==================== design 1
===== config.mk =====
export PLATFORM = sky130hd
export DESIGN_NAME = feature_frame_loader
export DESIGN_NICKNAME = d
export VERILOG_FILES = /design/src/rtl/feature_frame_loader.sv
export SDC_FILE = /design/constraint.sdc
export NUM_CORES = 1
export LEC_CHECK = 0
export ABC_AREA = 1
export CAP_MARGIN = 10
export CORE_MARGIN = 2
export CORE_UTILIZATION = 59
export DETAILED_ROUTE_END_ITERATION = 12
export GPL_TIMING_DRIVEN = 0
export PLACE_DENSITY = 0.86
export REMOVE_ABC_BUFFERS = 1
export SLEW_MARGIN = 20
export SYNTH_ARGS = -nofsm -noshare
export SYNTH_HDL_FRONTEND = slang
export SYNTH_SLANG_ARGS = --single-unit

===== constraint.sdc =====
create_clock -name clk -period 3.3 [get_ports clk]
set_input_delay 0.495 -clock clk [delete_from_list [all_inputs] [get_ports clk]]
set_output_delay 0.495 -clock clk [all_outputs]
set_load 0.01 [all_outputs]

===== src/rtl/feature_frame_loader.sv =====
// Packs NUM_FEAT quantized feature beats into a frame and hands it over 1 cycle after the last beat.
// Stalls s_ready only on the final beat while the previous frame is unclaimed. FEATURE_ROUND_EN selects round-half-up.
module feature_frame_loader #(
    parameter int NUM_FEAT = 11,
    parameter int IN_W     = 8,
    parameter int Q_W      = 4
) (
    input  logic                    clk,
    input  logic                    rst,
    input  logic                    s_valid,
    output logic                    s_ready,
    input  logic [IN_W-1:0]         s_data,
    input  logic                    s_last,
    output logic                    feat_valid,
    input  logic                    feat_ready,
    output logic [NUM_FEAT*Q_W-1:0] feat_vec,
    output logic                    frame_err,
    output logic [15:0]             frame_cnt
);

    localparam int IDX_W = (NUM_FEAT > 1) ? $clog2(NUM_FEAT) : 1;
    localparam logic [IDX_W-1:0] LAST_IDX = IDX_W'(NUM_FEAT - 1);

    logic [IDX_W-1:0]         idx_q, idx_d;
    logic [NUM_FEAT*Q_W-1:0]  shadow_q, shadow_d;
    logic [NUM_FEAT*Q_W-1:0]  vec_q, vec_d;
    logic                     valid_q, valid_d;
    logic                     err_q, err_d;
    logic [15:0]              cnt_q, cnt_d;

    logic [Q_W-1:0] q;
    logic           at_last;
    logic           accept;
    logic           handshake;

`ifdef FEATURE_ROUND_EN
    localparam int SH = IN_W - Q_W;
    localparam logic [IN_W:0] HALF = (IN_W + 1)'(1) << (SH - 1);
    logic [IN_W:0] sum;
    logic [Q_W:0]  shifted;
    logic          unused_round;

    // One extra bit keeps the carry so saturation can be detected instead of wrapping.
    assign sum          = {1'b0, s_data} + HALF;
    assign shifted      = sum[IN_W:SH];
    assign q            = shifted[Q_W] ? {Q_W{1'b1}} : shifted[Q_W-1:0];
    assign unused_round = ^sum[SH-1:0];
`else
    logic unused_lsbs;

    assign q           = s_data[IN_W-1 -: Q_W];
    assign unused_lsbs = ^s_data[IN_W-Q_W-1:0];
`endif

    assign at_last   = (idx_q == LAST_IDX);
    assign s_ready   = !(at_last && valid_q && !feat_ready);
    assign accept    = s_valid && s_ready;
    assign handshake = valid_q && feat_ready;

    always_comb begin
        idx_d    = idx_q;
        shadow_d = shadow_q;
        vec_d    = vec_q;
        valid_d  = valid_q;
        err_d    = 1'b0;
        cnt_d    = cnt_q + 16'(handshake);

        if (handshake) begin
            valid_d = 1'b0;
        end

        if (accept) begin
            shadow_d[int'(idx_q)*Q_W +: Q_W] = q;
            if (s_last != at_last) begin
                err_d = 1'b1;
                idx_d = '0;
            end else if (at_last) begin
                // Completion wins over a same-edge handshake so the output never bubbles.
                vec_d   = shadow_d;
                valid_d = 1'b1;
                idx_d   = '0;
            end else begin
                idx_d = idx_q + IDX_W'(1);
            end
        end
    end

    always_ff @(posedge clk) begin
        if (rst) begin
            idx_q    <= '0;
            shadow_q <= '0;
            vec_q    <= '0;
            valid_q  <= 1'b0;
            err_q    <= 1'b0;
            cnt_q    <= '0;
        end else begin
            idx_q    <= idx_d;
            shadow_q <= shadow_d;
            vec_q    <= vec_d;
            valid_q  <= valid_d;
            err_q    <= err_d;
            cnt_q    <= cnt_d;
        end
    end

    assign feat_vec   = vec_q;
    assign feat_valid = valid_q;
    assign frame_err  = err_q;
    assign frame_cnt  = cnt_q;

endmodule


==================== design 2
## src/rtl/regfile_wb_arbiter_pkg.sv

```systemverilog
// rtl/regfile_wb_arbiter_pkg.sv - shared constants and source encoding for the regfile write-back arbiter
package regfile_wb_arbiter_pkg;

    localparam int XLEN_DEF      = 32;
    localparam int REG_IDX_W_DEF = 5;
    localparam int unsigned REG_ZERO = 0;

    typedef enum logic {
        SRC_ALU = 1'b0,
        SRC_LSU = 1'b1
    } src_e;

endpackage

```

## src/rtl/regfile_wb_arbiter_arb.sv

```systemverilog
// rtl/regfile_wb_arbiter_arb.sv - two-way round-robin grant with last-grant state
module rr_arbiter2
    import regfile_wb_arbiter_pkg::*;
(
    input  logic       clk_i,
    input  logic       reset_i,
    input  logic       en_i,
    input  logic [1:0] req_i,
    output logic [1:0] gnt_o
);

    src_e last_q, last_d;

    // On a conflict the requester that did not win last time goes first.
    always_comb begin
        gnt_o = 2'b00;
        if (en_i) begin
            case (req_i)
                2'b01:   gnt_o = 2'b01;
                2'b10:   gnt_o = 2'b10;
                2'b11:   gnt_o = (last_q == SRC_LSU) ? 2'b01 : 2'b10;
                default: gnt_o = 2'b00;
            endcase
        end
    end

    always_comb begin
        last_d = last_q;
        if (gnt_o[SRC_ALU])
            last_d = SRC_ALU;
        else if (gnt_o[SRC_LSU])
            last_d = SRC_LSU;
    end

    always_ff @(posedge clk_i) begin
        if (reset_i)
            last_q <= SRC_LSU;
        else
            last_q <= last_d;
    end

endmodule

```

## src/rtl/regfile_wb_arbiter.sv

```systemverilog
// rtl/regfile_wb_arbiter.sv - ALU/LSU write-back arbiter feeding the regfile write port
module regfile_wb_arbiter
    import regfile_wb_arbiter_pkg::*;
#(
    parameter int XLEN      = XLEN_DEF,
    parameter int REG_IDX_W = REG_IDX_W_DEF
) (
    input  logic                 clk_i,
    input  logic                 reset_i,
    input  logic                 hold_i,
    input  logic                 alu_valid_i,
    output logic                 alu_ready_o,
    input  logic [REG_IDX_W-1:0] alu_rd_idx_i,
    input  logic [XLEN-1:0]      alu_rd_data_i,
    input  logic                 lsu_valid_i,
    output logic                 lsu_ready_o,
    input  logic [REG_IDX_W-1:0] lsu_rd_idx_i,
    input  logic [XLEN-1:0]      lsu_rd_data_i,
    output logic                 rf_wen_o,
    output logic [REG_IDX_W-1:0] rf_rd_idx_o,
    output logic [XLEN-1:0]      rf_rd_data_o,
    output logic                 pend_vld_o,
    output logic [REG_IDX_W-1:0] pend_idx_o
);

    logic                 out_vld_q, out_vld_d;
    logic [REG_IDX_W-1:0] out_idx_q, out_idx_d;
    logic [XLEN-1:0]      out_data_q, out_data_d;
    logic                 accept_ok;
    logic [1:0]           gnt;
    logic [REG_IDX_W-1:0] sel_idx;
    logic [XLEN-1:0]      sel_data;

    assign rf_wen_o  = out_vld_q & ~hold_i & ~reset_i;
    // An empty stage may still take one write while the pipeline is held.
    assign accept_ok = ~reset_i & (~out_vld_q | ~hold_i);

    rr_arbiter2 u_arb (
        .clk_i   (clk_i),
        .reset_i (reset_i),
        .en_i    (accept_ok),
        .req_i   ({lsu_valid_i, alu_valid_i}),
        .gnt_o   (gnt)
    );

    assign alu_ready_o = gnt[SRC_ALU];
    assign lsu_ready_o = gnt[SRC_LSU];
    assign sel_idx     = gnt[SRC_LSU] ? lsu_rd_idx_i  : alu_rd_idx_i;
    assign sel_data    = gnt[SRC_LSU] ? lsu_rd_data_i : alu_rd_data_i;

    always_comb begin
        out_vld_d  = out_vld_q;
        out_idx_d  = out_idx_q;
        out_data_d = out_data_q;
        if (|gnt) begin
            out_vld_d  = (sel_idx != REG_IDX_W'(REG_ZERO));
            out_idx_d  = sel_idx;
            out_data_d = sel_data;
        end else if (rf_wen_o) begin
            out_vld_d  = 1'b0;
        end
    end

    always_ff @(posedge clk_i) begin
        if (reset_i) begin
            out_vld_q  <= 1'b0;
            out_idx_q  <= '0;
            out_data_q <= '0;
        end else begin
            out_vld_q  <= out_vld_d;
            out_idx_q  <= out_idx_d;
            out_data_q <= out_data_d;
        end
    end

    assign rf_rd_idx_o  = out_idx_q;
    assign rf_rd_data_o = out_data_q;
    assign pend_vld_o   = out_vld_q;
    assign pend_idx_o   = out_idx_q;

endmodule

```

## config.mk

```make
export PLATFORM = sky130hd
export DESIGN_NAME = regfile_wb_arbiter
export DESIGN_NICKNAME = d
export VERILOG_FILES = /design/src/rtl/regfile_wb_arbiter_pkg.sv /design/src/rtl/regfile_wb_arbiter_arb.sv /design/src/rtl/regfile_wb_arbiter.sv
export SDC_FILE = /design/constraint.sdc
export NUM_CORES = 1
export LEC_CHECK = 0
export CORE_MARGIN = 1
export CORE_UTILIZATION = 30
export CTS_BUF_LIST = sky130_fd_sc_hd__clkbuf_4 sky130_fd_sc_hd__clkbuf_8
export CTS_CLUSTER_SIZE = 8
export DETAILED_ROUTE_END_ITERATION = 8
export GPL_TIMING_DRIVEN = 0
export PLACE_DENSITY = 0.74
export SLEW_MARGIN = 20
export SYNTH_ARGS = -nofsm -noshare
export SYNTH_HDL_FRONTEND = slang
export SYNTH_SLANG_ARGS = --single-unit
```

## constraint.sdc

```tcl
create_clock -name clk_i -period 1.45 [get_ports clk_i]
set_clock_uncertainty 0.1 [all_clocks]
set_input_delay 0.2175 -clock clk_i [delete_from_list [all_inputs] [get_ports clk_i]]
set_output_delay 0.2175 -clock clk_i [all_outputs]
set_load 0.005 [all_outputs]
```

==================== design 3
### config.mk
export PLATFORM = sky130hd
export DESIGN_NAME = i2c_slave_rx_flat
export DESIGN_NICKNAME = d
export VERILOG_FILES = /design/src/rtl/i2c_slave_rx_if.sv /design/src/rtl/i2c_slave_rx.sv /design/src/flat_wrapper.sv
export SDC_FILE = /design/constraint.sdc
export NUM_CORES = 1
export LEC_CHECK = 0
export CORE_ASPECT_RATIO = 0.5
export CORE_MARGIN = 2
export CORE_UTILIZATION = 30
export CTS_CLUSTER_DIAMETER = 100
export DETAILED_ROUTE_END_ITERATION = 16
export PLACE_DENSITY_LB_ADDON = 0.12
export RECOVER_POWER = 25
export SKIP_CTS_REPAIR_TIMING = 1
export SLEW_MARGIN = 30
export SYNTH_ARGS = -nofsm -noshare
export SYNTH_HDL_FRONTEND = slang
export SYNTH_SLANG_ARGS = --single-unit
export TNS_END_PERCENT = 10
### constraint.sdc
create_clock -name clk -period 2.5 [get_ports clk]
set_clock_uncertainty 0.1 [all_clocks]
set_input_delay 0.625 -clock clk [delete_from_list [all_inputs] [get_ports clk]]
set_output_delay 0.625 -clock clk [all_outputs]
set_load 0.03 [all_outputs]
### src/rtl/i2c_slave_rx_if.sv
// Bus-side signal bundle for the receive-only I2C slave: raw SCL/SDA in, ACK drive and
// byte/event reporting out.
interface i2c_slave_rx_if;
  logic       scl;
  logic       sda_in;
  logic       sda_oe;
  logic [7:0] rx_data;
  logic       rx_valid;
  logic       busy;
  logic       start_det;
  logic       stop_det;

  modport slave (
    input  scl, sda_in,
    output sda_oe, rx_data, rx_valid, busy, start_det, stop_det
  );

  modport master (
    output scl, sda_in,
    input  sda_oe, rx_data, rx_valid, busy, start_det, stop_det
  );
endinterface

### src/rtl/i2c_slave_rx.sv
// Write-only I2C slave: synchronizes the raw bus, decodes START/STOP/SCL edges, matches a
// 7-bit address, ACKs address and data bytes and reports each received byte.
module i2c_slave_rx #(
  parameter logic [6:0] SLV_ADDR = 7'h2A
) (
  input  logic              clk,
  input  logic              reset,
  i2c_slave_rx_if.slave     bus
);

  localparam logic [2:0] IDLE     = 3'd0;
  localparam logic [2:0] ADDR     = 3'd1;
  localparam logic [2:0] ADDR_ACK = 3'd2;
  localparam logic [2:0] DATA     = 3'd3;
  localparam logic [2:0] DATA_ACK = 3'd4;

  logic       scl_m_q, scl_m_d, scl_s_q, scl_s_d, scl_p_q, scl_p_d;
  logic       sda_m_q, sda_m_d, sda_s_q, sda_s_d, sda_p_q, sda_p_d;
  logic [2:0] state_q, state_d;
  logic [3:0] cnt_q, cnt_d;
  logic [7:0] shift_q, shift_d;
  logic [7:0] rx_data_q, rx_data_d;
  logic       sda_oe_q, sda_oe_d;
  logic       rx_valid_q, rx_valid_d;
  logic       busy_q, busy_d;
  logic       start_det_q, start_det_d;
  logic       stop_det_q, stop_det_d;

  logic       scl_rise, scl_fall, start_ev, stop_ev, addr_match;
  logic [7:0] shift_in;

  assign scl_rise   = ~scl_p_q &  scl_s_q;
  assign scl_fall   =  scl_p_q & ~scl_s_q;
  assign start_ev   =  scl_p_q &  scl_s_q &  sda_p_q & ~sda_s_q;
  assign stop_ev    =  scl_p_q &  scl_s_q & ~sda_p_q &  sda_s_q;
  assign shift_in   = {shift_q[6:0], sda_s_q};
  assign addr_match = (shift_q == {SLV_ADDR, 1'b0});

  always_comb begin
    scl_m_d     = bus.scl;
    scl_s_d     = scl_m_q;
    scl_p_d     = scl_s_q;
    sda_m_d     = bus.sda_in;
    sda_s_d     = sda_m_q;
    sda_p_d     = sda_s_q;
    state_d     = state_q;
    cnt_d       = cnt_q;
    shift_d     = shift_q;
    rx_data_d   = rx_data_q;
    sda_oe_d    = sda_oe_q;
    busy_d      = busy_q;
    rx_valid_d  = 1'b0;
    start_det_d = start_ev;
    stop_det_d  = stop_ev;

    // Bus conditions override whatever byte handling is in progress.
    if (start_ev) begin
      state_d  = ADDR;
      cnt_d    = 4'd0;
      shift_d  = 8'd0;
      sda_oe_d = 1'b0;
      busy_d   = 1'b1;
    end else if (stop_ev) begin
      if (state_q != IDLE) begin
        state_d  = IDLE;
        cnt_d    = 4'd0;
        sda_oe_d = 1'b0;
        busy_d   = 1'b0;
      end
    end else begin
      case (state_q)
        IDLE: ;
        ADDR: begin
          if (scl_rise && cnt_q < 4'd8) begin
            shift_d = shift_in;
            cnt_d   = cnt_q + 4'd1;
          end else if (scl_fall && cnt_q == 4'd8) begin
            if (addr_match) begin
              state_d  = ADDR_ACK;
              sda_oe_d = 1'b1;
            end else begin
              state_d = IDLE;
              busy_d  = 1'b0;
            end
          end
        end
        ADDR_ACK, DATA_ACK: begin
          // The fall that entered this state was already consumed, so this is the 9th fall.
          if (scl_fall) begin
            state_d  = DATA;
            cnt_d    = 4'd0;
            sda_oe_d = 1'b0;
          end
        end
        DATA: begin
          if (scl_rise && cnt_q < 4'd8) begin
            shift_d = shift_in;
            cnt_d   = cnt_q + 4'd1;
            if (cnt_q == 4'd7) begin
              rx_data_d  = shift_in;
              rx_valid_d = 1'b1;
            end
          end else if (scl_fall && cnt_q == 4'd8) begin
            state_d  = DATA_ACK;
            sda_oe_d = 1'b1;
          end
        end
        default: begin
          state_d  = IDLE;
          sda_oe_d = 1'b0;
          busy_d   = 1'b0;
        end
      endcase
    end
  end

  always_ff @(posedge clk or negedge reset) begin
    if (!reset) begin
      scl_m_q     <= 1'b1;
      scl_s_q     <= 1'b1;
      scl_p_q     <= 1'b1;
      sda_m_q     <= 1'b1;
      sda_s_q     <= 1'b1;
      sda_p_q     <= 1'b1;
      state_q     <= IDLE;
      cnt_q       <= 4'd0;
      shift_q     <= 8'd0;
      rx_data_q   <= 8'd0;
      sda_oe_q    <= 1'b0;
      rx_valid_q  <= 1'b0;
      busy_q      <= 1'b0;
      start_det_q <= 1'b0;
      stop_det_q  <= 1'b0;
    end else begin
      scl_m_q     <= scl_m_d;
      scl_s_q     <= scl_s_d;
      scl_p_q     <= scl_p_d;
      sda_m_q     <= sda_m_d;
      sda_s_q     <= sda_s_d;
      sda_p_q     <= sda_p_d;
      state_q     <= state_d;
      cnt_q       <= cnt_d;
      shift_q     <= shift_d;
      rx_data_q   <= rx_data_d;
      sda_oe_q    <= sda_oe_d;
      rx_valid_q  <= rx_valid_d;
      busy_q      <= busy_d;
      start_det_q <= start_det_d;
      stop_det_q  <= stop_det_d;
    end
  end

  assign bus.sda_oe    = sda_oe_q;
  assign bus.rx_data   = rx_data_q;
  assign bus.rx_valid  = rx_valid_q;
  assign bus.busy      = busy_q;
  assign bus.start_det = start_det_q;
  assign bus.stop_det  = stop_det_q;

endmodule
### src/flat_wrapper.sv
// flat-port wrapper written by rule: the top's interface ports become plain ports
module i2c_slave_rx_flat 
#(
  parameter logic [6:0] SLV_ADDR = 7'h2A
)
  (clk, reset, bus_scl, bus_sda_in, bus_sda_oe, bus_rx_data, bus_rx_valid, bus_busy, bus_start_det, bus_stop_det);
  i2c_slave_rx_if bus_i ();
  input  logic clk;
  input  logic reset;
  input wire logic [$bits(bus_i.scl)-1:0] bus_scl;
  input wire logic [$bits(bus_i.sda_in)-1:0] bus_sda_in;
  output wire logic [$bits(bus_i.sda_oe)-1:0] bus_sda_oe;
  output wire logic [$bits(bus_i.rx_data)-1:0] bus_rx_data;
  output wire logic [$bits(bus_i.rx_valid)-1:0] bus_rx_valid;
  output wire logic [$bits(bus_i.busy)-1:0] bus_busy;
  output wire logic [$bits(bus_i.start_det)-1:0] bus_start_det;
  output wire logic [$bits(bus_i.stop_det)-1:0] bus_stop_det;
  assign bus_i.scl = bus_scl;
  assign bus_i.sda_in = bus_sda_in;
  assign bus_sda_oe = bus_i.sda_oe;
  assign bus_rx_data = bus_i.rx_data;
  assign bus_rx_valid = bus_i.rx_valid;
  assign bus_busy = bus_i.busy;
  assign bus_start_det = bus_i.start_det;
  assign bus_stop_det = bus_i.stop_det;
  i2c_slave_rx #(.SLV_ADDR(SLV_ADDR)) u_core (.clk(clk), .reset(reset), .bus(bus_i));
endmodule
==================== design 4
**src/rtl/config_usb_pkg.sv**
```systemverilog
// Shared types and constants for the USB-CDC configuration packer.
package config_usb_pkg;

  typedef enum logic [1:0] {
    IDLE     = 2'd0,
    GET_CMD  = 2'd1,
    GET_DATA = 2'd2
  } state_t;

  localparam logic [7:0]  CMD_WRITE         = 8'h81;
  localparam logic [31:0] DEFAULT_SYNC_WORD = 32'hFAB0_FAB1;

endpackage

```
**src/rtl/config_timeout_counter.sv**
```systemverilog
// Idle-cycle counter that saturates at TIMEOUT_CYCLES-1 and flags expiry.
module config_timeout_counter #(
  parameter int TIMEOUT_CYCLES = 1_000_000
) (
  input  logic clk,
  input  logic reset,
  input  logic clear,
  input  logic enable,
  output logic expired
);

  localparam int CNT_W = (TIMEOUT_CYCLES > 1) ? $clog2(TIMEOUT_CYCLES) : 1;
  localparam logic [CNT_W-1:0] TERMINAL = CNT_W'(TIMEOUT_CYCLES - 1);

  logic [CNT_W-1:0] count;

  // Count idle cycles while enabled; hold at terminal count instead of wrapping.
  always_ff @(posedge clk) begin
    if (reset || clear) begin
      count <= '0;
    end else if (enable && (count != TERMINAL)) begin
      count <= count + 1'b1;
    end
  end

  assign expired = (count == TERMINAL);

endmodule

```
**src/rtl/config_usb_packer.sv**
```systemverilog
// Turns a USB-CDC byte stream into 32-bit configuration writes.
// A session opens on SYNC_WORD, takes one command byte, and for CMD_WRITE
// packs every following group of 4 bytes MSB-first into WriteData until the
// stream goes quiet for TIMEOUT_CYCLES cycles.
module config_usb_packer
  import config_usb_pkg::*;
#(
  parameter int          TIMEOUT_CYCLES = 1_000_000,
  parameter logic [31:0] SYNC_WORD      = DEFAULT_SYNC_WORD
) (
  input  logic        CLK,
  input  logic        reset,
  input  logic [7:0]  rx_data,
  input  logic        rx_valid,
  output logic        rx_ready,
  output logic [31:0] WriteData,
  output logic        WriteStrobe,
  output logic        ComActive,
  output logic [7:0]  Command,
  output logic        ReceiveLED
);

  state_t      state;
  logic [31:0] search;
  logic [31:0] shift;
  logic [31:0] wdata;
  logic [1:0]  byte_cnt;
  logic [7:0]  cmd;
  logic        strobe;
  logic        active;
  logic        led;
  logic        ready;

  logic        accept;
  logic        expired;
  logic        timeout;
  logic [31:0] search_next;
  logic [31:0] shift_next;

  assign accept      = rx_valid && ready;
  // An accepted byte always beats a timeout landing in the same cycle.
  assign timeout     = active && expired && !accept;
  assign search_next = {search[23:0], rx_data};
  assign shift_next  = {shift[23:0], rx_data};

  config_timeout_counter #(
    .TIMEOUT_CYCLES(TIMEOUT_CYCLES)
  ) u_timeout (
    .clk    (CLK),
    .reset  (reset),
    .clear  (accept || !active),
    .enable (active),
    .expired(expired)
  );

  // Session FSM, sync search, command latch and word assembly.
  always_ff @(posedge CLK) begin
    if (reset) begin
      state    <= IDLE;
      search   <= '0;
      shift    <= '0;
      wdata    <= '0;
      byte_cnt <= '0;
      cmd      <= '0;
      strobe   <= 1'b0;
      active   <= 1'b0;
      led      <= 1'b0;
      ready    <= 1'b0;
    end else begin
      ready  <= 1'b1;
      strobe <= 1'b0;
      if (accept) begin
        case (state)
          IDLE: begin
            search <= search_next;
            // Match on the incoming byte so a command sent back-to-back
            // with the sync pattern is not swallowed by the search.
            if (search_next == SYNC_WORD) begin
              state  <= GET_CMD;
              active <= 1'b1;
            end
          end
          GET_CMD: begin
            cmd <= rx_data;
            if (rx_data == CMD_WRITE) begin
              state    <= GET_DATA;
              byte_cnt <= '0;
            end else begin
              state  <= IDLE;
              active <= 1'b0;
              search <= '0;
            end
          end
          GET_DATA: begin
            shift    <= shift_next;
            byte_cnt <= byte_cnt + 2'd1;
            if (byte_cnt == 2'd3) begin
              wdata  <= shift_next;
              strobe <= 1'b1;
              led    <= ~led;
            end
          end
          default: state <= IDLE;
        endcase
      end else if (timeout) begin
        state    <= IDLE;
        active   <= 1'b0;
        byte_cnt <= '0;
        shift    <= '0;
      end
    end
  end

  assign rx_ready    = ready;
  assign WriteData   = wdata;
  assign WriteStrobe = strobe;
  assign ComActive   = active;
  assign Command     = cmd;
  assign ReceiveLED  = led;

endmodule

```
**config.mk**
```make
export PLATFORM = sky130hd
export DESIGN_NAME = config_usb_packer
export DESIGN_NICKNAME = d
export VERILOG_FILES = /design/src/rtl/config_usb_pkg.sv /design/src/rtl/config_timeout_counter.sv /design/src/rtl/config_usb_packer.sv
export SDC_FILE = /design/constraint.sdc
export NUM_CORES = 1
export LEC_CHECK = 0
export ABC_AREA = 1
export CORE_ASPECT_RATIO = 0.5
export CORE_MARGIN = 10
export CORE_UTILIZATION = 31
export DETAILED_ROUTE_END_ITERATION = 8
export GPL_ROUTABILITY_DRIVEN = 0
export PLACE_DENSITY_LB_ADDON = 0.15
export RECOVER_POWER = 50
export SKIP_LAST_GASP = 1
export SYNTH_ARGS = -nofsm -noshare
export SYNTH_HDL_FRONTEND = slang
export SYNTH_SLANG_ARGS = --single-unit
```
**constraint.sdc**
```tcl
create_clock -name CLK -period 1.66 [get_ports CLK]
set_input_delay 0.166 -clock CLK [delete_from_list [all_inputs] [get_ports CLK]]
set_output_delay 0.166 -clock CLK [all_outputs]
set_load 0.02 [all_outputs]
```

==> gallery <==
Cell classes on the final placement.
Plate I
Drawn at 4 px/um. Fill, decap, tap and diode cells in grey.
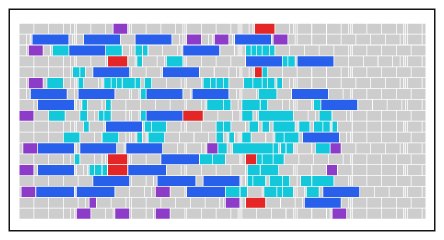
Plate II
Drawn at 2 px/um. Fill, decap, tap and diode cells in grey.
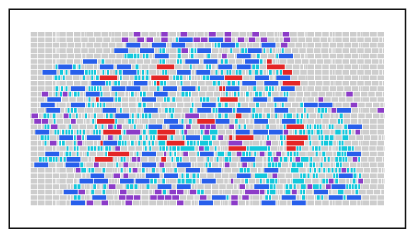
Plate III
Drawn at 4 px/um. Fill, decap, tap and diode cells in grey.
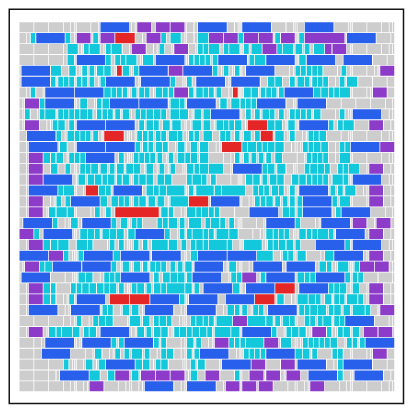
Plate IV
Drawn at 4 px/um. Fill, decap, tap and diode cells in grey.
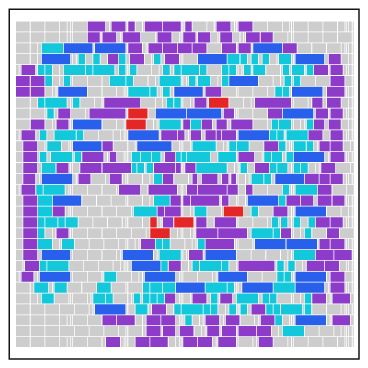
- smallest die: Plate I
Plate II: design 4
Plate III: design 1
Plate I: design 3
Plate IV: design 2

Key to Plate I:
[cyan] combinational and other logic | cells: 100 | share of their area: 37%
[blue] flops | cells: 34 | share of their area: 47%
[purple] other buffers and delay cells | cells: 20 | share of their area: 10%
[red] clock drivers and dummy loads | cells: 8 | share of their area: 5.2%

### Gate-type map, design 3

Drawn at 4 px/um.
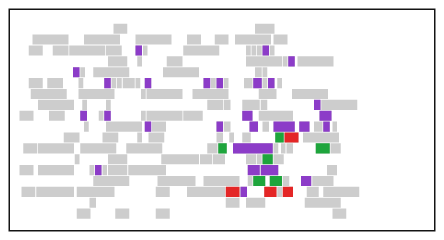
[red] AND-OR and OR-AND gates | cells: 4
[green] AND and OR gates | cells: 6
[purple] inverting AOI/OAI gates | cells: 27

==> summary.txt, design 3 <==
State of the implementation.

- The flow ran to the end, and the final reports show no timing, DRC or antenna violations.
- The total non-filler cell area in the finished layout is 1900 sq um, for reference.
- Max fanout on the critical path was recorded as 20.
- STA classifies the critical path startpoint as a register.
- Setup repair after global routing left no endpoint under its margin.
- The worst-case setup slack after placement is between 300 and 400 ps, for reference.
- The commonest cells after synthesis are 28 x sky130_fd_sc_hd__dfrtp_1, 20 x sky130_fd_sc_hd__nand2_1, 14 x sky130_fd_sc_hd__o21ai_0.
- The tightest hold margin is between 200 and 300 ps, for reference.
- In this run the power density over the cells is roughly 600 nW/um^2.
- Of the total power, the clock network draws 0.374.
- The number of antenna repair diodes is 0, for reference.
- STA lists the endpoint of the worst register-to-register path as u_core.bus.rx_data[0]$_DFFE_PN0P_.
- Summed over all layers, the routed wires come to approximately 3.2 mm.
- The sum of negative setup slack is 0 ps, for reference.
- The timing report gives the worst reg2reg path a setup slack of about 370 ps.
- The critical path is of the reg2reg type.
- After the first detailed-routing iteration, the DRC count stood at 37.
- Per the synthesis report, the adder-cell share of the synthesized area is 0.0160.
- The termination of the worst setup path is u_core.bus.rx_data[0]$_DFFE_PN0P_, for reference.
- The total number of yosys warnings is 0, for reference.
- The initial antenna violation count came to 0.
- The clock network consumes a total of roughly 430 uW.
- The DRC violation count after routing is 0, for reference.
- The worst-margin pin slew is between 800 and 900 ps, for reference.
==> design 3: layer usage <==
metal / part of all wire / GRT usage
met1: 0.52 / 0.164
met4: 0.023 / 0.0855
met5: 0 / 0
met2: 0.42 / 0.192
met3: 0.031 / 0.0351
==> design 3: cell type report <==
cell class	instances	area, sq um
Multi-Input combinational cell	95	657
Clock buffer	6	82.6
Fill cell	478	3070
Clock inverter	2	12.5
Inverter	5	18.8
Sequential cell	34	858
Tap cell	70	87.6
Timing Repair Buffer	20	188
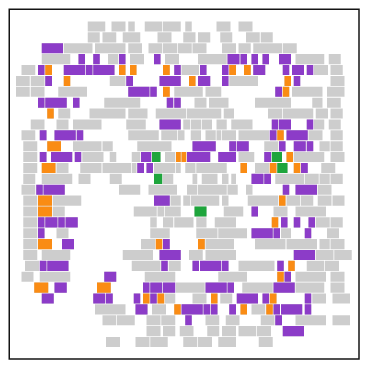
*Gate-type map, design 2*
Drawn at 4 px/um.
[purple] inverting AOI/OAI gates | cells: 118 | where: all over the die
[orange] NAND gates | cells: 39 | where: all over the die
[green] AND and OR gates | cells: 5 | where: centre

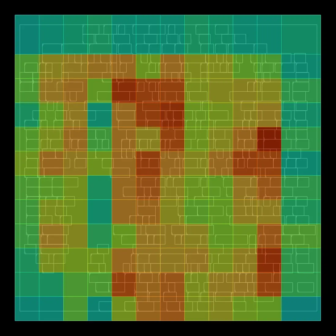
*Routing congestion map, design 2*
Total Routing Usage GR: 0.205
post-layout utilization of the core: 0.594
routed len/inst: 16.8 um
met1 Track Usage GR: 0.252
met2 usage in global routing: 0.363

==> summary.txt, design 2 <==
State of the implementation.

- In this run, post-CTS hold repair placed 0 buffers.
- At the pin with the least slew margin, the transition time is 734 ps.
- The total number of yosys warnings is 0, for reference.
- The setup slack of the critical path after layout is -67.8 ps, for reference.
- The termination of the worst setup path is lsu_ready_o, for reference.
- The internal power is ~2.2 mW, for reference.
- Of all nets on the critical path, the largest fanout is 10.
- The net count of the finished layout is approximately 470.
- The portion of netlist area occupied by mux cells is 0, for reference.
- The register with the most flip-flops in the layout has 32 of them.
- The CTS tree is built, for reference.
- Detailed placement ended at an HPWL of between 5 and 6 mm.
- The final reports fail on negative setup slack.
- The later pin in the worst-skew pair is clocked with a latency of between 200 and 300 ps.
- The final max-slew violation count recorded for this run is 0.
- The sequential share of the synthesized area is 0.359, for reference.
- The flow ran to the end, but the final reports show violations.
- The height of the die is 87.1 um, for reference.
- The biggest cell delay along the critical path is roughly 360 ps, for reference.
- The share of synthesized cell area in and-or and or-and compound cells is 0.416, for reference.
- For this block, the via count after detailed routing is 2632.
- The shortest clock period the worst path allows after layout is about 1500 ps, for reference.
- The family of cells with the greatest summed delay on the critical path is flip-flops, for reference.
- The average instance in the mapped netlist occupies a little under 9 sq um.
- In the layout the commonest cells are 74 x sky130_fd_sc_hd__clkdlybuf4s50_1, 33 x sky130_fd_sc_hd__a21oi_1, 32 x sky130_fd_sc_hd__dlygate4sd2_1.
- Per the detail_route report, DRC violations left total 0.
- The last timing report of the flow puts the setup violation total at 38.
- CTS saw 39 sinks.
- The register bit count reported by yosys is 39, for reference.
- The tightest hold margin is 319 ps, for reference.
- The top layer reached by signal wires is met4, for reference.
## design 2: cell type report
class                           instances  area (sq um)
Fill cell                             626          2800
Timing Repair Buffer                  140          1450
Multi-Input combinational cell        168          1270
Sequential cell                        39           813
Buffer                                 38           359
Tap cell                               96           120
Clock buffer                            6          82.6
Clock inverter                          1          5.00
Inverter                                1          3.75
## design 2: power by group through the flow
stage               sequential, mW  clock [mW]  combinational [mW]
floorplan                     1.25           0               0.439
global placement              1.25           0               0.973
detailed placement            1.25           0               0.989
CTS                           1.23       0.776                1.06
global route                  1.25       0.819                1.23
finish                        1.24       0.766                1.15
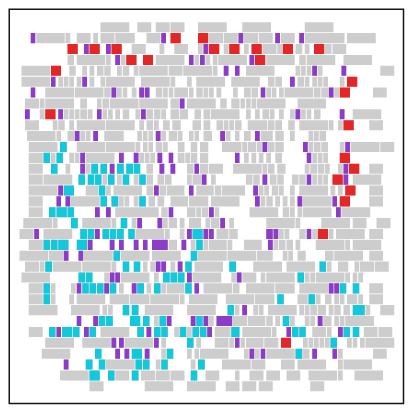
*Gate-type map, design 1*
Drawn at 4 px/um.
[cyan] inverting AOI/OAI gates | cells: 106
[red] AND-OR and OR-AND gates | cells: 25
[purple] inverters | cells: 131

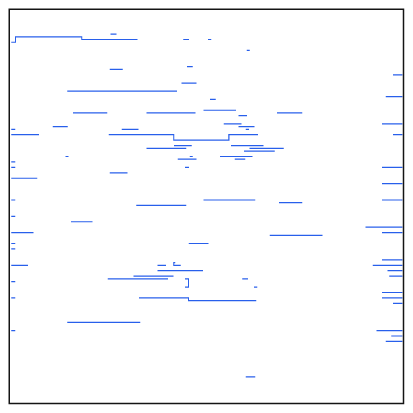
*Signal wires on met3, design 1*
Drawn at 4 px/um.
main direction: horizontal
wire length on this layer: 480 um

==> summary.txt, design 1 <==
State of the implementation.

- The flow ran to the end, and the final reports show no timing, DRC or antenna violations.
- According to the finish report, the design has a final net count of between 800 and 900.
- The initial antenna violation count is 0, for reference.
- Overall routing resource usage recorded by global route was 0.242.
- Looking at the global route congestion table, the highest-usage layer is met2.
- The launch point of the worst register-to-register path is recorded as idx_q[0]$_SDFFE_PP0P_.
- Entering global routing, the biggest net connects around 70 pins.
- The post-synth area from yosys stat is approximately 5200 sq um, for reference.
- According to the cell report, flip-flops and latches in the layout number roughly 110.
- The share of total power in sequential cells is 0.573, for reference.
- The classification of the worst setup path is reg2reg, for reference.
- The switching part of the total power is 0.258, for reference.
- The boundary pin count is approximately 76, for reference.
- The highest layer touched by signal routing is met4.
- The Yosys step of the flow raised 0 warnings.
- For this run the top cell type by instance count after synthesis was sky130_fd_sc_hd__inv_1.
- The setup slack of the critical path after layout is approximately 320 ps, for reference.
- The global-route wire length before repair is 19.7 mm, for reference.
- The number of global-route vias before repair is approximately 4.6k, for reference.
- The layout report lists the clock-cell share of area as 0.0290.
- Detailed placement reports a standard cell area of a little under 6000 sq um.
- For this block, wires on met1 add up to slightly above 5 mm.
- Buffers placed on the I/O ports in this run total approximately 70.
- The non-filler instance count after layout is 931, for reference.
- The cell accounting for the most synthesized area is sky130_fd_sc_hd__dfxtp_1, for reference.
- In the hold timing report, the worst path depth is 2.
- The sequential share of the synthesized area is 0.421, for reference.
- The termination of the worst setup path is feat_vec[31]$_SDFFE_PP0P_, for reference.
- Detailed placement finished with a half-perimeter wire length of around 8 mm.
- The cell area that synthesis handed to floorplanning was between 5000 and 6000 sq um.
- The critical register-to-register path endpoint is feat_vec[31]$_SDFFE_PP0P_, for reference.
- The number of buffers inserted by post-CTS setup repair is 0, for reference.
design 1: logic make-up (layout without fill, tap and decap cells):
group                    count (synthesis)  count (layout)  share of synthesized area
AND-OR/OR-AND                          131             131                      0.143
XOR/XNOR                                 3               3                    0.00646
adder cells (fa/ha/maj)                  8               8                     0.0191
buffers and inverters                  167             217                      0.122
flip-flops                             110             110                      0.421
AND/OR/NAND/NOR                        354             354                      0.289
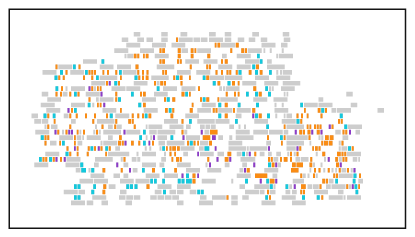
*Gate-type map, design 4*
Drawn at 2 px/um.
[purple] inverters | cells: 47
[cyan] inverting AOI/OAI gates | cells: 107
[orange] NAND gates | cells: 281

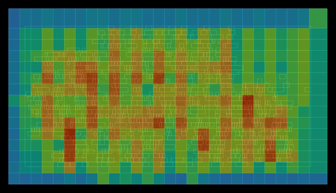
*Routing congestion map, design 4*
Total Routing Usage GR: 0.130
Most Crowded Layer GR: met2
post-layout utilization of the core: 0.424
met2 usage in global routing: 0.208
grt met3 use: 0.0357

==> summary.txt, design 4 <==
State of the implementation.

- The classification of the worst setup path is reg2out, for reference.
- The clock root buffer is sky130_fd_sc_hd__clkbuf_16, for reference.
- The startpoint of the worst hold path is reset, for reference.
- The register bit count reported by yosys is approximately 120, for reference.
- The arrival time of the worst setup path is between 1000 and 1500 ps, for reference.
- The count of nets left with antenna violations once routing finished came out at 0.
- The cell area after synthesis is between 4000 and 5000 sq um, for reference.
- Per the finish-stage timing summary, setup violations number 0.
- For this run, the script counts the antenna cells in the layout as 0.
- The timing report gives the worst reg2reg path a setup slack of approximately 140 ps.
- The number of tapcells is 204, for reference.
- The endpoint identified for the worst register-to-register timing path is shift[2]$_SDFFE_PP0P_.
- The tally of buffers added on design ports is 54, for reference.
- The sequential share of the synthesized area is 0.476, for reference.
- Setup repair after global routing left no endpoint under its margin.
- The highest supply drop recorded on VDD is roughly 0.0007 V.
- The clock slew at the register clock pins of the worst setup and hold paths is roughly 50 ps, for reference.
- The multi-input logic portion of the cell area is 0.339, for reference.
- Power comes to a little under 7 mW.
- The count of distinct cell types in the synthesized netlist is 33, for reference.
- The portion of netlist area occupied by mux cells is 0, for reference.
- In this run the top signal layer used is met4.
- The share of total power in sequential cells is 0.419, for reference.
- Along the worst hold path, the cell count comes to 4.
- The routed layout has about 4.5k vias.
- Per the layout report, the design carries 22 clock buffers.
- Per the final timing report, the hold violations number 0.
- The number of hold buffers added after CTS was 0.
- The flow ran to the end, and the final reports show no timing, DRC or antenna violations.
- The maximum clock path buffer count is 2, for reference.
- The worst-margin pin slew is slightly below 500 ps, for reference.
- Across all stage logs, warnings added up to 26.
- Leaving out filler cells and counting taps, the final layout contains slightly below 1k.
- Derived from the worst setup path, the maximum achievable clock frequency is 634 MHz.
- According to the Yosys statistics, the synthesized design has a chip area of around 4900 sq um.
- On the final layout, the worst hold slack is between 300 and 400 ps.
- The first global-routing pass estimated 22.5 mm of wire.
- STA shows the worst reg2reg path with a cell count of 9.
- The reported combinational group power is 335 uW, for reference.
- Per the detail_route report, vias per standard cell equal between 4 and 5.
- The yosys cell count is ~660, for reference.
[design 4: flip-flops by register name, indices dropped and copies added (netlist names)]
register / flops
ComActive: 1
u_timeout.count: 20
WriteStrobe: 1
search: 24
state: 2
Command: 8
shift: 24
rx_ready: 1
WriteData: 32
byte_cnt: 2
ReceiveLED: 1
[design 4: Yosys cell counts (all sizes together)]
cell and instances:
buf 19, a211oi 1, o21ai 33, a21oi 72, ha 2, clkinv 3, nand3b 2, clkbuf 9
o211ai 1, nor2 65, xor2 4, dfxtp 116, nand4 7, nor3b 1, nand2 205, nand3 67
and3 1, inv 44, nor3 7, xnor2 4

==================== design 5
## config.mk

```make
export PLATFORM = sky130hd
export DESIGN_NAME = trace_dump_unit
export DESIGN_NICKNAME = d
export VERILOG_FILES = /design/src/rtl/trace_dump_unit_pkg.sv /design/src/rtl/trace_dump_unit_perf_counters.sv /design/src/rtl/trace_dump_unit.sv
export SDC_FILE = /design/constraint.sdc
export NUM_CORES = 1
export LEC_CHECK = 0
export CAP_MARGIN = 20
export CORE_UTILIZATION = 37
export DETAILED_ROUTE_END_ITERATION = 12
export HOLD_SLACK_MARGIN = 0.05
export PLACE_DENSITY = 0.67
export SETUP_SLACK_MARGIN = 0.02
export SLEW_MARGIN = 20
export SYNTH_ARGS = -nofsm -noshare
export SYNTH_HDL_FRONTEND = slang
export SYNTH_HIERARCHICAL = 1
export SYNTH_SLANG_ARGS = --single-unit
```

## constraint.sdc

```tcl
create_clock -name clk -period 2.1 [get_ports clk]
set_input_delay 0.42 -clock clk [delete_from_list [all_inputs] [get_ports clk]]
set_output_delay 0.42 -clock clk [all_outputs]
set_load 0.1 [all_outputs]
```

## src/rtl/trace_dump_unit_pkg.sv

```systemverilog
// ---------------------------------------------------------------------------
// dump_pkg
// Shared definitions for the trace dump unit: record tags for the two counter
// headers and the dump FSM state encoding.
// ---------------------------------------------------------------------------
package dump_pkg;

  // Record tags 0..NREG-1 carry register indices; the counters use tags
  // above the largest register index so a consumer can tell them apart.
  localparam logic [5:0] TAG_CYC = 6'd32;
  localparam logic [5:0] TAG_INS = 6'd33;

  typedef enum logic [2:0] {
    IDLE,
    HDR_CYC,
    HDR_INS,
    REG,
    FIN
  } state_t;

endpackage

```

## src/rtl/trace_dump_unit_perf_counters.sv

```systemverilog
// ---------------------------------------------------------------------------
// perf_counters
// Free-running cycle counter and retired-instruction counter, plus a
// snapshot register that freezes the instruction count when a dump starts.
//
// Ports:
//   clk, rst       : clock, synchronous active-high reset
//   instr_retired  : one-cycle pulse per retired instruction
//   capture        : latch the current (pre-increment) instruction count
//   cycle_cnt      : live cycle count, wraps modulo 2^CNT_W
//   ins_snap       : instruction count captured on the last capture pulse
// ---------------------------------------------------------------------------
module perf_counters #(
  parameter int CNT_W = 32
) (
  input  logic             clk,
  input  logic             rst,
  input  logic             instr_retired,
  input  logic             capture,
  output logic [CNT_W-1:0] cycle_cnt,
  output logic [CNT_W-1:0] ins_snap
);

  localparam logic [CNT_W-1:0] CNT_ONE = CNT_W'(1);

  logic [CNT_W-1:0] instr_cnt;

  // Both counters keep running while a dump is streaming out.
  always_ff @(posedge clk) begin
    if (rst) begin
      cycle_cnt <= '0;
      instr_cnt <= '0;
    end else begin
      cycle_cnt <= cycle_cnt + CNT_ONE;
      if (instr_retired) begin
        instr_cnt <= instr_cnt + CNT_ONE;
      end
    end
  end

  // The snapshot takes the value before this cycle's increment, so an
  // instruction retiring in the request cycle is not part of the dump.
  always_ff @(posedge clk) begin
    if (capture) begin
      ins_snap <= instr_cnt;
    end
  end

endmodule

```

## src/rtl/trace_dump_unit.sv

```systemverilog
// ---------------------------------------------------------------------------
// trace_dump_unit
// Counts cycles and retired instructions and, on request, streams a record
// for each counter followed by one record per architectural register over a
// valid/ready port.
//
// Ports:
//   clk, rst       : clock, synchronous active-high reset
//   instr_retired  : one-cycle pulse per retired instruction
//   dump_req       : start a dump (only honoured when no dump is running)
//   rf_raddr       : register-file read address (combinational read port)
//   rf_rdata       : register-file read data for rf_raddr, same cycle
//   out_valid      : record valid
//   out_ready      : consumer accepts record
//   out_tag        : register index, TAG_CYC or TAG_INS
//   out_data       : record payload, counters zero-extended
//   busy           : dump in progress
//   done           : one-cycle pulse after the final record is accepted
// ---------------------------------------------------------------------------
module trace_dump_unit
  import dump_pkg::*;
#(
  parameter int DATA_W = 32,
  parameter int NREG   = 32,
  parameter int CNT_W  = 32
) (
  input  logic                    clk,
  input  logic                    rst,
  input  logic                    instr_retired,
  input  logic                    dump_req,
  output logic [$clog2(NREG)-1:0] rf_raddr,
  input  logic [DATA_W-1:0]       rf_rdata,
  output logic                    out_valid,
  input  logic                    out_ready,
  output logic [5:0]              out_tag,
  output logic [DATA_W-1:0]       out_data,
  output logic                    busy,
  output logic                    done
);

  localparam int                 IDX_W    = $clog2(NREG);
  localparam logic [IDX_W-1:0]   LAST_IDX = IDX_W'(NREG - 1);
  localparam logic [IDX_W-1:0]   IDX_ONE  = IDX_W'(1);

  state_t             state;
  state_t             state_d;
  logic [IDX_W-1:0]   idx;
  logic [IDX_W-1:0]   idx_d;
  logic [IDX_W-1:0]   idx_nxt;
  logic               valid_d;
  logic [5:0]         tag_d;
  logic [DATA_W-1:0]  data_d;
  logic               capture;
  logic               handshake;
  logic [CNT_W-1:0]   cycle_cnt;
  logic [CNT_W-1:0]   ins_snap;

  function automatic logic [DATA_W-1:0] zext_cnt(input logic [CNT_W-1:0] v);
    return DATA_W'(v);
  endfunction

  function automatic logic [5:0] reg_tag(input logic [IDX_W-1:0] i);
    return 6'(i);
  endfunction

  perf_counters #(
    .CNT_W (CNT_W)
  ) u_counters (
    .clk           (clk),
    .rst           (rst),
    .instr_retired (instr_retired),
    .capture       (capture),
    .cycle_cnt     (cycle_cnt),
    .ins_snap      (ins_snap)
  );

  assign handshake = out_valid & out_ready;
  assign idx_nxt   = idx + IDX_ONE;

  // The record is held in the output register, so tag/data only change on a
  // handshake or when a new dump loads its first record.
  always_ff @(posedge clk) begin
    if (rst) begin
      state     <= IDLE;
      idx       <= '0;
      out_valid <= 1'b0;
      out_tag   <= '0;
      out_data  <= '0;
    end else begin
      state     <= state_d;
      idx       <= idx_d;
      out_valid <= valid_d;
      out_tag   <= tag_d;
      out_data  <= data_d;
    end
  end

  always_comb begin
    state_d  = state;
    idx_d    = idx;
    valid_d  = out_valid;
    tag_d    = out_tag;
    data_d   = out_data;
    capture  = 1'b0;
    rf_raddr = '0;
    busy     = 1'b0;
    done     = 1'b0;

    case (state)
      // FIN pulses done and is otherwise idle, so a request arriving in the
      // completion cycle starts the next dump without a dead cycle.
      IDLE, FIN: begin
        done    = (state == FIN);
        state_d = IDLE;
        if (dump_req) begin
          capture = 1'b1;
          valid_d = 1'b1;
          tag_d   = TAG_CYC;
          data_d  = zext_cnt(cycle_cnt);
          state_d = HDR_CYC;
        end
      end

      HDR_CYC: begin
        busy = 1'b1;
        if (handshake) begin
          tag_d   = TAG_INS;
          data_d  = zext_cnt(ins_snap);
          state_d = HDR_INS;
        end
      end

      // Register 0 is addressed a cycle early so its value is ready to load
      // on the instruction-count handshake.
      HDR_INS: begin
        busy     = 1'b1;
        rf_raddr = '0;
        if (handshake) begin
          tag_d   = reg_tag('0);
          data_d  = rf_rdata;
          idx_d   = '0;
          state_d = REG;
        end
      end

      // While record idx is presented, the read port already points at the
      // next register so the following record loads on the handshake.
      REG: begin
        busy     = 1'b1;
        rf_raddr = (idx == LAST_IDX) ? '0 : idx_nxt;
        if (handshake) begin
          if (idx == LAST_IDX) begin
            valid_d = 1'b0;
            state_d = FIN;
          end else begin
            tag_d  = reg_tag(idx_nxt);
            data_d = rf_rdata;
            idx_d  = idx_nxt;
          end
        end
      end

      default: begin
        valid_d = 1'b0;
        state_d = IDLE;
      end
    endcase
  end

endmodule

```

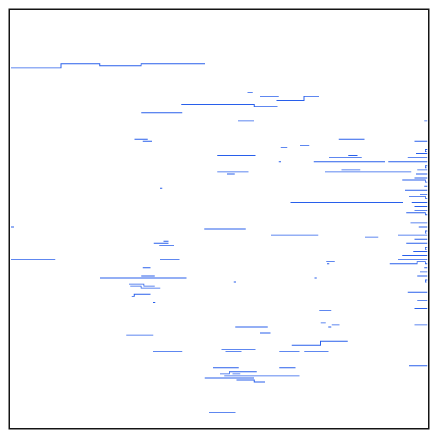
*Signal wires on met3, design 5*
Drawn at 3 px/um.
wire length on this layer: 781 um
share of all routed wire: 4.2%
longest straight run: 37.3 um

==> summary.txt <==
State of the implementation.

- The flow ran to the end, but the final reports show violations.
- The final reports fail on negative setup slack.
- The kind of capture point of the worst setup path is a register, for reference.
- The async set or reset register ratio after synthesis is 0, for reference.
- In this run the standard cell core region covers 18200 sq um.
- The number of setup violations in the final report is between 40 and 50, for reference.
- The die width is 139 um, for reference.
- STA classifies the critical path startpoint as a register.
- The clock root buffer is sky130_fd_sc_hd__clkbuf_16, for reference.
- The layout stage reports a final design area of around 9500 sq um.
- The routed metal-1 wirelength is between 8 and 9 mm, for reference.
- The cell with the most instances on the worst path is sky130_fd_sc_hd__buf_4, for reference.
- The first routing iteration left 402 violations.
- After layout, the minimum clock period comes to about 2300 ps.
- Per Yosys stat, the portion of area used by sequential elements is 0.456.
- The highest fanout seen on the critical path is 5, for reference.
- Entering global routing, the biggest net connects ~60 pins.
- Hold analysis lists the worst path endpoint as u_counters/ins_snap[31]$_DFFE_PP_.
- The fraction of final cell area spent on clock buffers and inverters in this run is 0.0685.
- Looking at the VDD voltage map, the peak drop is around 0.00034 V.
- According to the timing report, the critical path is captured at out_tag[0]$_SDFFE_PP0P_.
- The placed wire-length estimate after detailed placement is 12.6 mm, for reference.
- The leakage power is approximately 3.3 nW, for reference.
- For this run the aggregate overflow at the end of global routing stands at 0.
- The busiest metal layer after global routing is met2, for reference.
- The maximum clock path buffer count is 2, for reference.
- The critical path is of the reg2reg type.
- Per STA, the worst path is made up of ha_4, and3_4, ha_4, buf_4, a21o_1, buf_4, a221oi_4, nand2_4, buf_4, mux2_2.
- TritonCTS built the clock tree.
- Nets still carrying antenna violations after routing amount to 0.
- The startpoint of the most critical setup path is idx[0]$_SDFFE_PP0P_, for reference.
- The post-cts hold buffer count is 0, for reference.
- The total of cells resized after clock tree synthesis is 11, for reference.
- The initial antenna violation count was 0.
- All stages included, the depth of the critical timing path comes to 10.
- Before CTS, the worst setup slack after placement is -279 ps.
- The DRC violation count after routing is 0, for reference.
- The layout report lists the combined flip-flop and latch area as roughly 3200 sq um.
- Endpoints failing hold in the final report were tallied at 0.
- The xor/xnor share of the synthesized area is 0.0326, for reference.
- The sum of internal, switching and leakage power is 7.25 mW, for reference.
- The timing report attributes the biggest portion of critical-path delay to AND-OR/OR-AND gates.
- Setup slack on the critical path of the routed design comes to -177 ps.
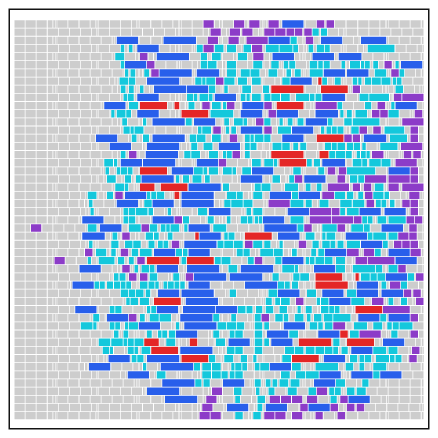
*Cell classes on the final placement, design 5*
Drawn at 3 px/um. Fill, decap, tap and diode cells in grey.
[cyan] combinational and other logic | cells: 547 | share of their area: 42%
[purple] other buffers and delay cells | cells: 153 | share of their area: 16%
[blue] flops | cells: 143 | share of their area: 35%
[red] clock drivers and dummy loads | cells: 32 | share of their area: 7.1%

report_power, final:
part           internal, mW  total (mW)  switching [mW]  leakage [nW]
clock                  2.17        3.29            1.12         0.310
sequential             2.90        2.95          0.0512          1.22
combinational         0.353        1.01           0.657          1.78
sequential cells by signal (all words and copies together) (netlist names):
register,flops
idx,5
u_counters/cycle_cnt,32
u_counters/ins_snap,32
state,3
out_valid,1
out_data,32
u_counters/instr_cnt,32
out_tag,6


==> layout pictures side by side <==
Drive-strength map.
image #1
Drawn at 2 px/um.
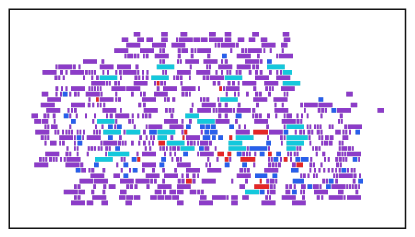
image #2
Drawn at 3 px/um.
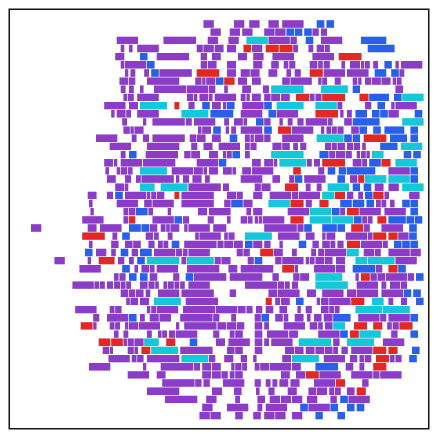
image #3
Drawn at 4 px/um.
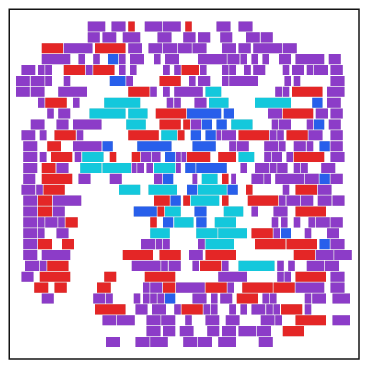
image #4
Drawn at 4 px/um.
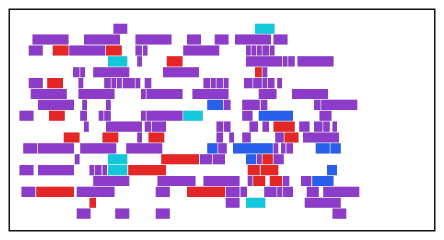
image #5
Drawn at 4 px/um.
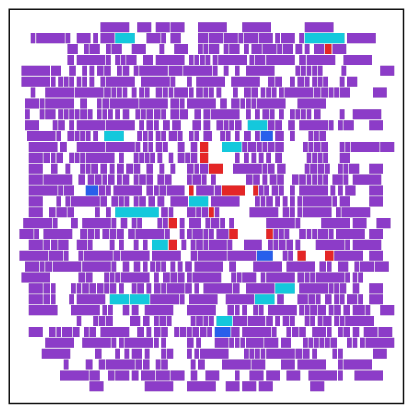
Image #5 is design 1.
Image #2 is design 5.
Image #4 is design 3.
Image #1 is design 4.
Image #3 is design 2.
The one with the fewest cells is image #4.
The one with the smallest die is image #4.

Power and IR drop assume default switching activity.
